=== mac_issue_ctrl ===
mac_issue_ctrl/congestion.png
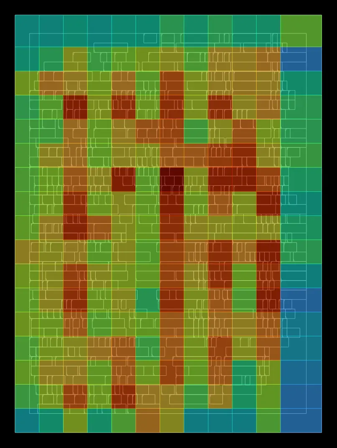

--- src/rtl/mac_issue_ctrl.sv ---
// mac_issue_ctrl -- operand sequencer and result flow control for the
// 4-stage FP8 x FP8 + FP16 multiply-add pipeline.
//
// Operands arrive one byte per beat on in_data in the order A, B, C[7:0], C[15:8].
// Each assembled operation is issued to the pipeline with a single-cycle
// p_save strobe. Returning FP16 results are buffered in a small FIFO and sent
// out as two bytes, low byte first. An operation issues only when
// (inflight + fifo entries) < DEPTH, so the FIFO cannot overflow under
// normal use. ovf latches if a result still arrives while the FIFO is full.
//
// Optional build macro: MAC_ISSUE_CTRL_ACCUM_EN
//   When defined, an op whose A beat carries acc_mode=1 takes only two beats.
//   Its addend comes from an accumulator that follows every returned result.
//   That op waits until nothing is in flight.
//
// Ports:
//   clk, rst_n                  clock, asynchronous active-low reset
//   in_valid/in_ready/in_data   byte-serial operand input
//   in_fmt, acc_mode            {Bfmt, Afmt} and accumulate flag, both taken with the A beat
//   p_A, p_B, p_C, p_Afmt, p_Bfmt, p_save   pipeline issue interface
//   res_valid, res              pipeline result return
//   out_valid/out_ready/out_data  byte-serial result output
//   ovf                         sticky overflow flag
module mac_issue_ctrl #(
    parameter int LAT   = 4,
    parameter int DEPTH = 4
) (
    input  logic        clk,
    input  logic        rst_n,
    input  logic        in_valid,
    output logic        in_ready,
    input  logic [7:0]  in_data,
    input  logic [1:0]  in_fmt,
    input  logic        acc_mode,
    output logic [7:0]  p_A,
    output logic [7:0]  p_B,
    output logic [15:0] p_C,
    output logic        p_Afmt,
    output logic        p_Bfmt,
    output logic        p_save,
    input  logic        res_valid,
    input  logic [15:0] res,
    output logic        out_valid,
    input  logic        out_ready,
    output logic [7:0]  out_data,
    output logic        ovf
);
    localparam int CW = $clog2(DEPTH + 1);
    localparam int PW = (DEPTH > 1) ? $clog2(DEPTH) : 1;

    // LAT only documents the pipeline depth. Flow control relies on credits.
    logic [LAT-1:0] unused_lat;
    assign unused_lat = '0;

    typedef enum logic [2:0] {LD_A, LD_B, LD_CL, LD_CH, ISSUE} state_t;
    state_t state_reg, state_next;

    logic [7:0]    a_reg, b_reg;
    logic [15:0]   c_reg;
    logic          afmt_reg, bfmt_reg;
    logic [CW-1:0] inflight_reg, count_reg;
    logic [PW-1:0] wr_ptr_reg, rd_ptr_reg;
    logic          half_reg, ovf_reg;
    logic [15:0]   mem [DEPTH];

    logic          accept, acc_op, hazard_ok, credit_ok, dec, push, pop, fifo_full;
    logic [CW:0]   credit_used;
    logic [15:0]   head;

    assign accept      = in_valid & in_ready;
    assign credit_used = {1'b0, inflight_reg} + {1'b0, count_reg};
    assign credit_ok   = credit_used < (CW+1)'(DEPTH);
    assign dec         = res_valid & (inflight_reg != '0);

`ifdef MAC_ISSUE_CTRL_ACCUM_EN
    logic        acc_op_reg;
    logic [15:0] acc_reg, acc_next;
    logic        acc_load;

    assign acc_next  = res_valid ? res : acc_reg;
    assign acc_op    = acc_op_reg;
    // The accumulated addend is only final once every older result is back.
    assign hazard_ok = !acc_op_reg || (inflight_reg == '0);
    // Keep p_C tracking the accumulator from the B beat until the op issues,
    // so the value on the p_save cycle already includes a result that arrived
    // on the previous cycle.
    assign acc_load  = acc_op_reg & (((state_reg == LD_B) & accept) |
                                     ((state_reg == ISSUE) & !p_save));

    always_ff @(posedge clk or negedge rst_n) begin
        if (!rst_n) begin
            acc_reg    <= '0;
            acc_op_reg <= 1'b0;
        end else begin
            acc_reg <= acc_next;
            if (accept && state_reg == LD_A)
                acc_op_reg <= acc_mode;
        end
    end
`else
    logic unused_acc_mode;
    assign unused_acc_mode = acc_mode;
    assign acc_op    = 1'b0;
    assign hazard_ok = 1'b1;
`endif

    // Input FSM
    always_ff @(posedge clk or negedge rst_n) begin
        if (!rst_n)
            state_reg <= LD_A;
        else
            state_reg <= state_next;
    end

    always_comb begin
        state_next = state_reg;
        in_ready   = 1'b1;
        p_save     = 1'b0;
        case (state_reg)
            LD_A:  if (in_valid) state_next = LD_B;
            LD_B:  if (in_valid) state_next = acc_op ? ISSUE : LD_CL;
            LD_CL: if (in_valid) state_next = LD_CH;
            LD_CH: if (in_valid) state_next = ISSUE;
            ISSUE: begin
                in_ready = 1'b0;
                if (credit_ok && hazard_ok) begin
                    p_save     = 1'b1;
                    state_next = LD_A;
                end
            end
            default: state_next = LD_A;
        endcase
    end

    // Operand capture registers
    always_ff @(posedge clk or negedge rst_n) begin
        if (!rst_n) begin
            a_reg    <= '0;
            b_reg    <= '0;
            c_reg    <= '0;
            afmt_reg <= 1'b0;
            bfmt_reg <= 1'b0;
        end else begin
            if (accept && state_reg == LD_A) begin
                a_reg    <= in_data;
                afmt_reg <= in_fmt[0];
                bfmt_reg <= in_fmt[1];
            end
            if (accept && state_reg == LD_B)
                b_reg <= in_data;
            if (accept && state_reg == LD_CL)
                c_reg[7:0] <= in_data;
            if (accept && state_reg == LD_CH)
                c_reg[15:8] <= in_data;
`ifdef MAC_ISSUE_CTRL_ACCUM_EN
            if (acc_load)
                c_reg <= acc_next;
`endif
        end
    end

    assign p_A    = a_reg;
    assign p_B    = b_reg;
    assign p_C    = c_reg;
    assign p_Afmt = afmt_reg;
    assign p_Bfmt = bfmt_reg;

    // In-flight counter. Issue is credit-limited, so it cannot exceed DEPTH.
    always_ff @(posedge clk or negedge rst_n) begin
        if (!rst_n)
            inflight_reg <= '0;
        else if (p_save && !dec)
            inflight_reg <= inflight_reg + 1'b1;
        else if (!p_save && dec)
            inflight_reg <= inflight_reg - 1'b1;
    end

    // Result FIFO and byte serializer
    assign fifo_full = (count_reg == CW'(DEPTH));
    assign out_valid = (count_reg != '0);
    assign pop       = out_valid & out_ready & half_reg;
    // When the FIFO is full, a pop in the same cycle frees the slot for the new result.
    assign push      = res_valid & (!fifo_full | pop);
    assign head      = mem[rd_ptr_reg];
    assign out_data  = out_valid ? (half_reg ? head[15:8] : head[7:0]) : 8'h00;
    assign ovf       = ovf_reg;

    always_ff @(posedge clk) begin
        if (push)
            mem[wr_ptr_reg] <= res;
    end

    always_ff @(posedge clk or negedge rst_n) begin
        if (!rst_n) begin
            wr_ptr_reg <= '0;
            rd_ptr_reg <= '0;
            count_reg  <= '0;
            half_reg   <= 1'b0;
            ovf_reg    <= 1'b0;
        end else begin
            if (push)
                wr_ptr_reg <= (wr_ptr_reg == PW'(DEPTH - 1)) ? '0 : wr_ptr_reg + 1'b1;
            if (pop)
                rd_ptr_reg <= (rd_ptr_reg == PW'(DEPTH - 1)) ? '0 : rd_ptr_reg + 1'b1;
            if (push && !pop)
                count_reg <= count_reg + 1'b1;
            else if (!push && pop)
                count_reg <= count_reg - 1'b1;
            if (out_valid && out_ready)
                half_reg <= ~half_reg;
            if (res_valid && !push)
                ovf_reg <= 1'b1;
        end
    end
endmodule

--- config.mk ---
export PLATFORM = sky130hd
export DESIGN_NAME = mac_issue_ctrl
export DESIGN_NICKNAME = d
export VERILOG_FILES = /design/src/rtl/mac_issue_ctrl.sv
export SDC_FILE = /design/constraint.sdc
export NUM_CORES = 1
export LEC_CHECK = 0
export ABC_AREA = 1
export CAP_MARGIN = 20
export CORE_ASPECT_RATIO = 1.4
export CORE_MARGIN = 4
export CORE_UTILIZATION = 55
export CTS_BUF_LIST = sky130_fd_sc_hd__clkbuf_8
export CTS_CLUSTER_SIZE = 40
export DETAILED_ROUTE_END_ITERATION = 10
export PLACE_DENSITY = 0.82
export RECOVER_POWER = 25
export SKIP_CTS_REPAIR_TIMING = 1
export SLEW_MARGIN = 20
export SYNTH_ARGS = -nofsm -noshare
export SYNTH_HDL_FRONTEND = slang
export SYNTH_SLANG_ARGS = --single-unit
--- constraint.sdc ---
create_clock -name clk -period 2.4 [get_ports clk]
set_clock_uncertainty 0.2 [all_clocks]
set_input_delay 0.48 -clock clk [delete_from_list [all_inputs] [get_ports clk]]
set_output_delay 0.48 -clock clk [all_outputs]
set_load 0.05 [all_outputs]
=== proc_pc_rf ===
File: src/rtl/proc_pc_rf.sv
// Fetch PC plus 32 x XLEN integer register file for the single-cycle RV64 subset core.
// Optional debug read port enabled by defining PROC_PC_RF_DEBUG_EN.
module proc_pc_rf #(
  parameter logic [31:0] PC_RESET = 32'h0000_0000,
  parameter int          XLEN     = 64,
  parameter int          NREG     = 32
) (
  input  logic            clk,
  input  logic            nrst,
  input  logic [31:0]     new_pc,
  input  logic            pc_src,
  output logic [31:0]     pc,
  input  logic            reg_write,
  input  logic [4:0]      rs1,
  input  logic [4:0]      rs2,
  input  logic [4:0]      rd,
  input  logic [XLEN-1:0] wdata,
  output logic [XLEN-1:0] rdata1,
  output logic [XLEN-1:0] rdata2
`ifdef PROC_PC_RF_DEBUG_EN
  ,
  input  logic [4:0]      dbg_sel,
  output logic [XLEN-1:0] dbg_rdata
`endif
);

  logic [31:0]     r_pc;
  logic [31:0]     w_pc_next;
  logic [XLEN-1:0] r_regs [NREG];
  logic            w_wr_en;

  // x0 is hard-wired to zero regardless of what the storage holds
  function automatic logic [XLEN-1:0] read_reg(input logic [4:0] idx,
                                               input logic [XLEN-1:0] val);
    if (idx == 5'd0) begin
      return {XLEN{1'b0}};
    end else begin
      return val;
    end
  endfunction

  // Next PC: redirect target word-aligned, otherwise sequential (wraps mod 2^32)
  always_comb begin
    w_pc_next = r_pc + 32'd4;
    if (pc_src) begin
      w_pc_next = {new_pc[31:2], 2'b00};
    end else begin
      w_pc_next = r_pc + 32'd4;
    end
  end

  // PC register
  always_ff @(posedge clk or negedge nrst) begin
    if (!nrst) begin
      r_pc <= PC_RESET;
    end else begin
      r_pc <= w_pc_next;
    end
  end

  assign pc      = r_pc;
  assign w_wr_en = reg_write && (rd != 5'd0);

  // Register storage; writes to x0 are discarded
  always_ff @(posedge clk or negedge nrst) begin
    if (!nrst) begin
      for (int i = 0; i < NREG; i++) begin
        r_regs[i] <= {XLEN{1'b0}};
      end
    end else if (w_wr_en) begin
      r_regs[rd] <= wdata;
    end
  end

  // Combinational read ports, no bypass: a same-cycle write shows up after the edge
  always_comb begin
    rdata1 = read_reg(rs1, r_regs[rs1]);
    rdata2 = read_reg(rs2, r_regs[rs2]);
  end

`ifdef PROC_PC_RF_DEBUG_EN
  // Debug read port, independent of the functional read ports
  always_comb begin
    dbg_rdata = read_reg(dbg_sel, r_regs[dbg_sel]);
  end
`endif

endmodule

File: config.mk
export PLATFORM = sky130hd
export DESIGN_NAME = proc_pc_rf
export DESIGN_NICKNAME = d
export VERILOG_FILES = /design/src/rtl/proc_pc_rf.sv
export SDC_FILE = /design/constraint.sdc
export NUM_CORES = 2
export LEC_CHECK = 0
export CAP_MARGIN = 20
export CORE_MARGIN = 2
export CORE_UTILIZATION = 60
export CTS_CLUSTER_SIZE = 28
export DETAILED_ROUTE_END_ITERATION = 16
export PLACE_DENSITY = 0.75
export SKIP_CTS_REPAIR_TIMING = 1
export SLEW_MARGIN = 20
export SYNTH_ARGS = -nofsm -noshare
export SYNTH_HDL_FRONTEND = slang
export SYNTH_SLANG_ARGS = --single-unit
File: constraint.sdc
create_clock -name clk -period 3.1 [get_ports clk]
set_input_delay 0.465 -clock clk [delete_from_list [all_inputs] [get_ports clk]]
set_output_delay 0.465 -clock clk [all_outputs]
set_load 0.005 [all_outputs]
mac_issue_ctrl/layer_met2.png
Scale bar: 20 um. Cells faint in the background.
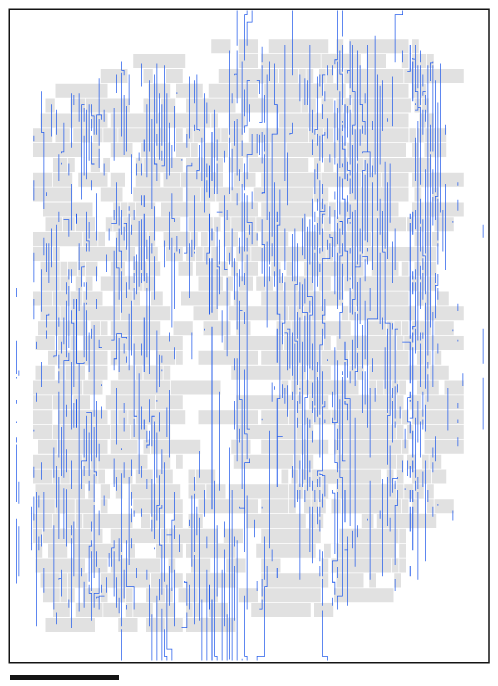
longest straight run: 53.0 um
share of all routed wire: 53%
wire length on this layer: 5720 um
Vias: 3622
final wirelength: 10900 um

Notes on mac_issue_ctrl/congestion.png above:
global-route layer with the greatest usage: met2
GRT Util Overall: 22.0%
Global Route met3 Usage: 8.52%
M1 GR Usage: 24.1%
DR WL/cell: 15.7 um

==> impl_metrics.ini, mac_issue_ctrl <==
; implementation run metrics
[status]
violations = negative setup slack
status = complete, but fails checks

[setup_path]
r2r_end = inflight_reg[1]$_DFFE_PN0P_
critPathMaxStageDelay_ns = 0.52
cpMostUsedCell = nand2_1
cp-end-kind = output port
critPathLaunchType = flop

[die]
io_pins = 78
initCoreUtil_pct = 56.8

[final_timing]
rsz0062_at_grt = yes
finalSetupViolCount = 8
tightest_slew_ns = 0.629
hold-worst-slack_ns = 0.279
worst_slack_ns = -0.0780
max_freq_mhz = 404
relSlewSlack_pct = 58.0

[drt]
routed.top_layer = met4
wl_met2_um = 5720

[pwr]
cellInternalPower_mw = 5.83
total_power_mw = 10.4

[clock_tree]
cts_buffers = 17
htreeDepth = 4
clkSinkCount = 113

[global_route]
grtUsageMet2_pct = 37.1
antenna_found_initial = 1

[layout]
final_cells = 690
signal_buffer_area_fraction_pct = 16.7
drive_above_1_share_pct = 21.7

[yosys]
simple_gate_area_share_pct = 18.7
yosys_area_mm2 = 0.00489
ys.flops = 113
area_leaders = edfxtp_1, dfrtp_1, nand2_1
syn_inst = 465
syn_area_per_cell_um2 = 10.5

[placed_design]
hpwlAfterDp_um = 7040
numPlacedInstances = 652
[mac_issue_ctrl: cell usage in the layout, fill, tap and decap left out, drive strengths merged, types with 2 or more instances in the layout]
cell type and n:
a21oi 11, buf 37, bufinv 4, clkbuf 17, clkdlybuf4s50 48, clkinv 6, clkinvlp 4, dfrtp 49
dlygate4sd3 17, edfxtp 64, fa 2, ha 9, inv 46, mux2 2, nand2 169, nand3 23
nor2 32, o211ai 2, o21ai 33, xnor2 3, xor2 2
[mac_issue_ctrl: worst max-delay path: cells and delay by family, from the launching register on]
family	cells	cell delay (ns)
buffers and inverters	2	0.34
flip-flops	1	0.52
AND/OR/NAND/NOR	6	0.50
[mac_issue_ctrl: cell usage after synthesis]
cell type  instances
a21oi_1           11
buf_2              6
buf_4              6
buf_6              3
clkbuf_1           1
clkinv_1           1
dfrtp_1           49
edfxtp_1          64
fa_1               2
ha_1               9
inv_1             40
inv_2              2
inv_4              1
mux2_2             2
nand2_1          162
nand2_2            7
nand3_1           23
nand3b_1           1
nor2_1            28
nor2_2             3
nor2_4             1
nor3_1             1
o211ai_1           1
o211ai_4           1
o21ai_0            9
o21ai_1            8
o21ai_2           16
o21bai_1           1
o31ai_1            1
xnor2_1            3
xor2_1             2
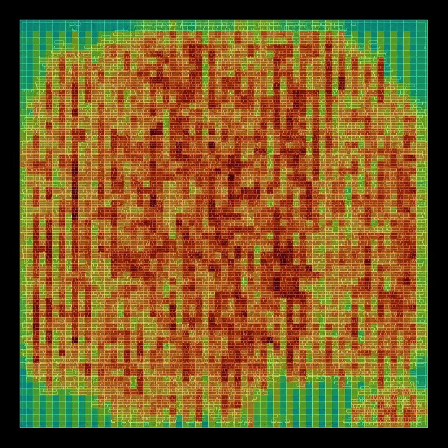
proc_pc_rf/congestion.png
global-route layer with the greatest usage: met2
M1 GR Usage: 47.0%
utilization after layout: 71.7%
GRT met2 Usage: 58.6%

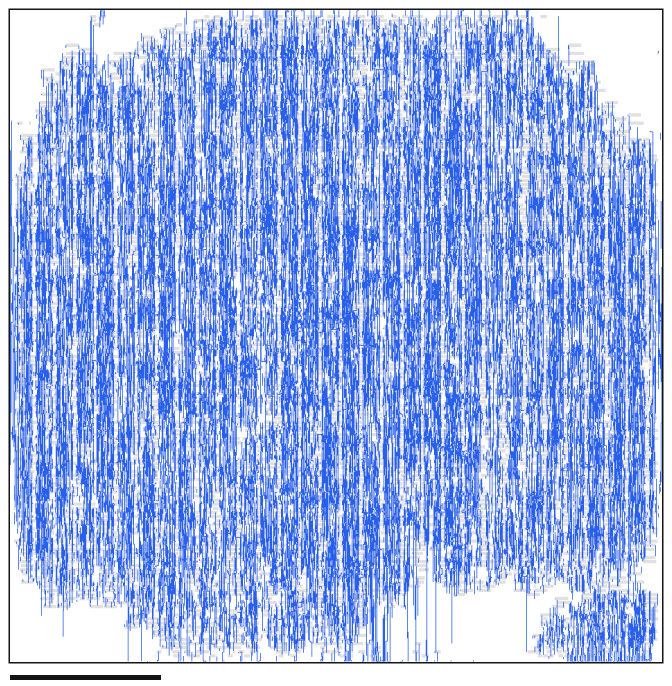
proc_pc_rf/layer_met2.png
Scale bar: 100 um. Cells faint in the background.
main direction: vertical
nets with wire on the layer: 7321
longest straight run: 209 um
wire length on this layer: 169 mm
share of all routed wire: 48%
final wirelength: 351000 um
Vias: 72176

==> impl_metrics.ini, proc_pc_rf <==
; implementation run metrics
[yosys]
syn-cell-area_mm2 = 0.110
async_flop_share_pct = 100
synthAdderAreaFrac_pct = 0.0113
yosys_area_mm2 = 0.110

[status]
status = complete, but fails checks
violations = negative setup slack

[die]
dieArea_mm2 = 0.187
core-area_mm2 = 0.183

[setup_path]
reg2reg_depth = 5
rr_startpoint = pc[2]$_DFF_PN0_
worstSetupPathDepth = 5
critical_path.cell_chain = mux4_2 -> mux2i_2 -> o22ai_1 -> or2_1 -> clkdlybuf4s50_1
critPathMaxStageDelay_ns = 0.48
cp_slowest_cell = mux4_2

[final_timing]
worst_slack_ns = -0.116
finalSetupViolCount = 8

[pwr]
p_seq_mw = 36.2
switching_share_pct = 27.3

[drt]
routedWlPerCell_um = 34.0

[layout]
signal_buffer_area_fraction_pct = 9.79
comb_cells = 4281
fill_cells = 11598
comb_area_mm2 = 0.0556
largest_reg_flops = 2048

[global_route]
grt_pass1_vias = 75130
[proc_pc_rf: Yosys cell counts (11+ instances only)]
| library cell | instances | share of area (%) |
|---|---|---|
| o22ai_1 | 193 | 1.1 |
| buf_1 | 34 | 0.12 |
| nand4_1 | 11 | 0.062 |
| buf_6 | 35 | 0.36 |
| mux2_2 | 2024 | 21 |
| clkbuf_1 | 456 | 1.6 |
| nand2_1 | 82 | 0.28 |
| nor2_1 | 41 | 0.14 |
| mux2i_1 | 511 | 4.6 |
| a31o_2 | 13 | 0.10 |
| nand3_1 | 30 | 0.14 |
| buf_4 | 44 | 0.30 |
| a21oi_1 | 15 | 0.068 |
| o32a_1 | 14 | 0.13 |
| or2_1 | 30 | 0.17 |
| a22oi_1 | 22 | 0.15 |
| nor4_1 | 26 | 0.15 |
| or2_2 | 58 | 0.33 |
| nor2b_1 | 51 | 0.29 |
| nand2b_1 | 12 | 0.068 |
| a221oi_1 | 14 | 0.11 |
| a211o_1 | 14 | 0.11 |
| dfrtp_1 | 2078 | 47 |
| o221ai_1 | 16 | 0.13 |
| mux4_2 | 962 | 20 |
| a211oi_1 | 15 | 0.10 |
| o21ai_0 | 16 | 0.073 |
| buf_2 | 251 | 1.1 |


==> notes/layouts.md <==
Pictures saved along the way, in no particular order.

M4 wires.
Plate I
Scale bar: 100 um.
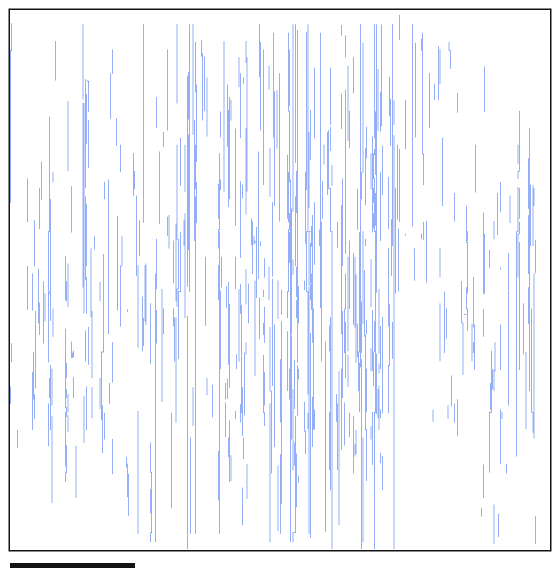
Plate II
Scale bar: 20 um.
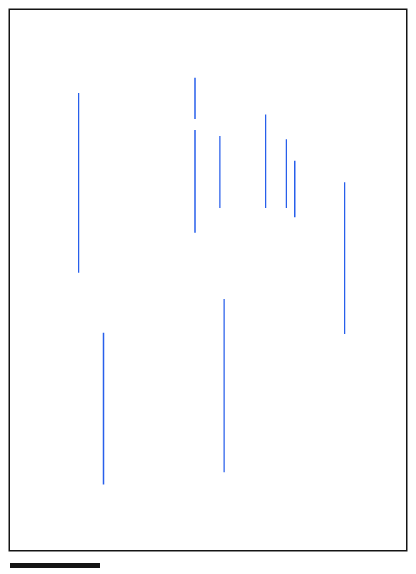
mac_issue_ctrl -> Plate II
proc_pc_rf -> Plate I
Of these, largest die: Plate I

Key to Plate II:
main direction: vertical
wire length on this layer: 239 um
longest straight run: 39.4 um
nets with wire on the layer: 7

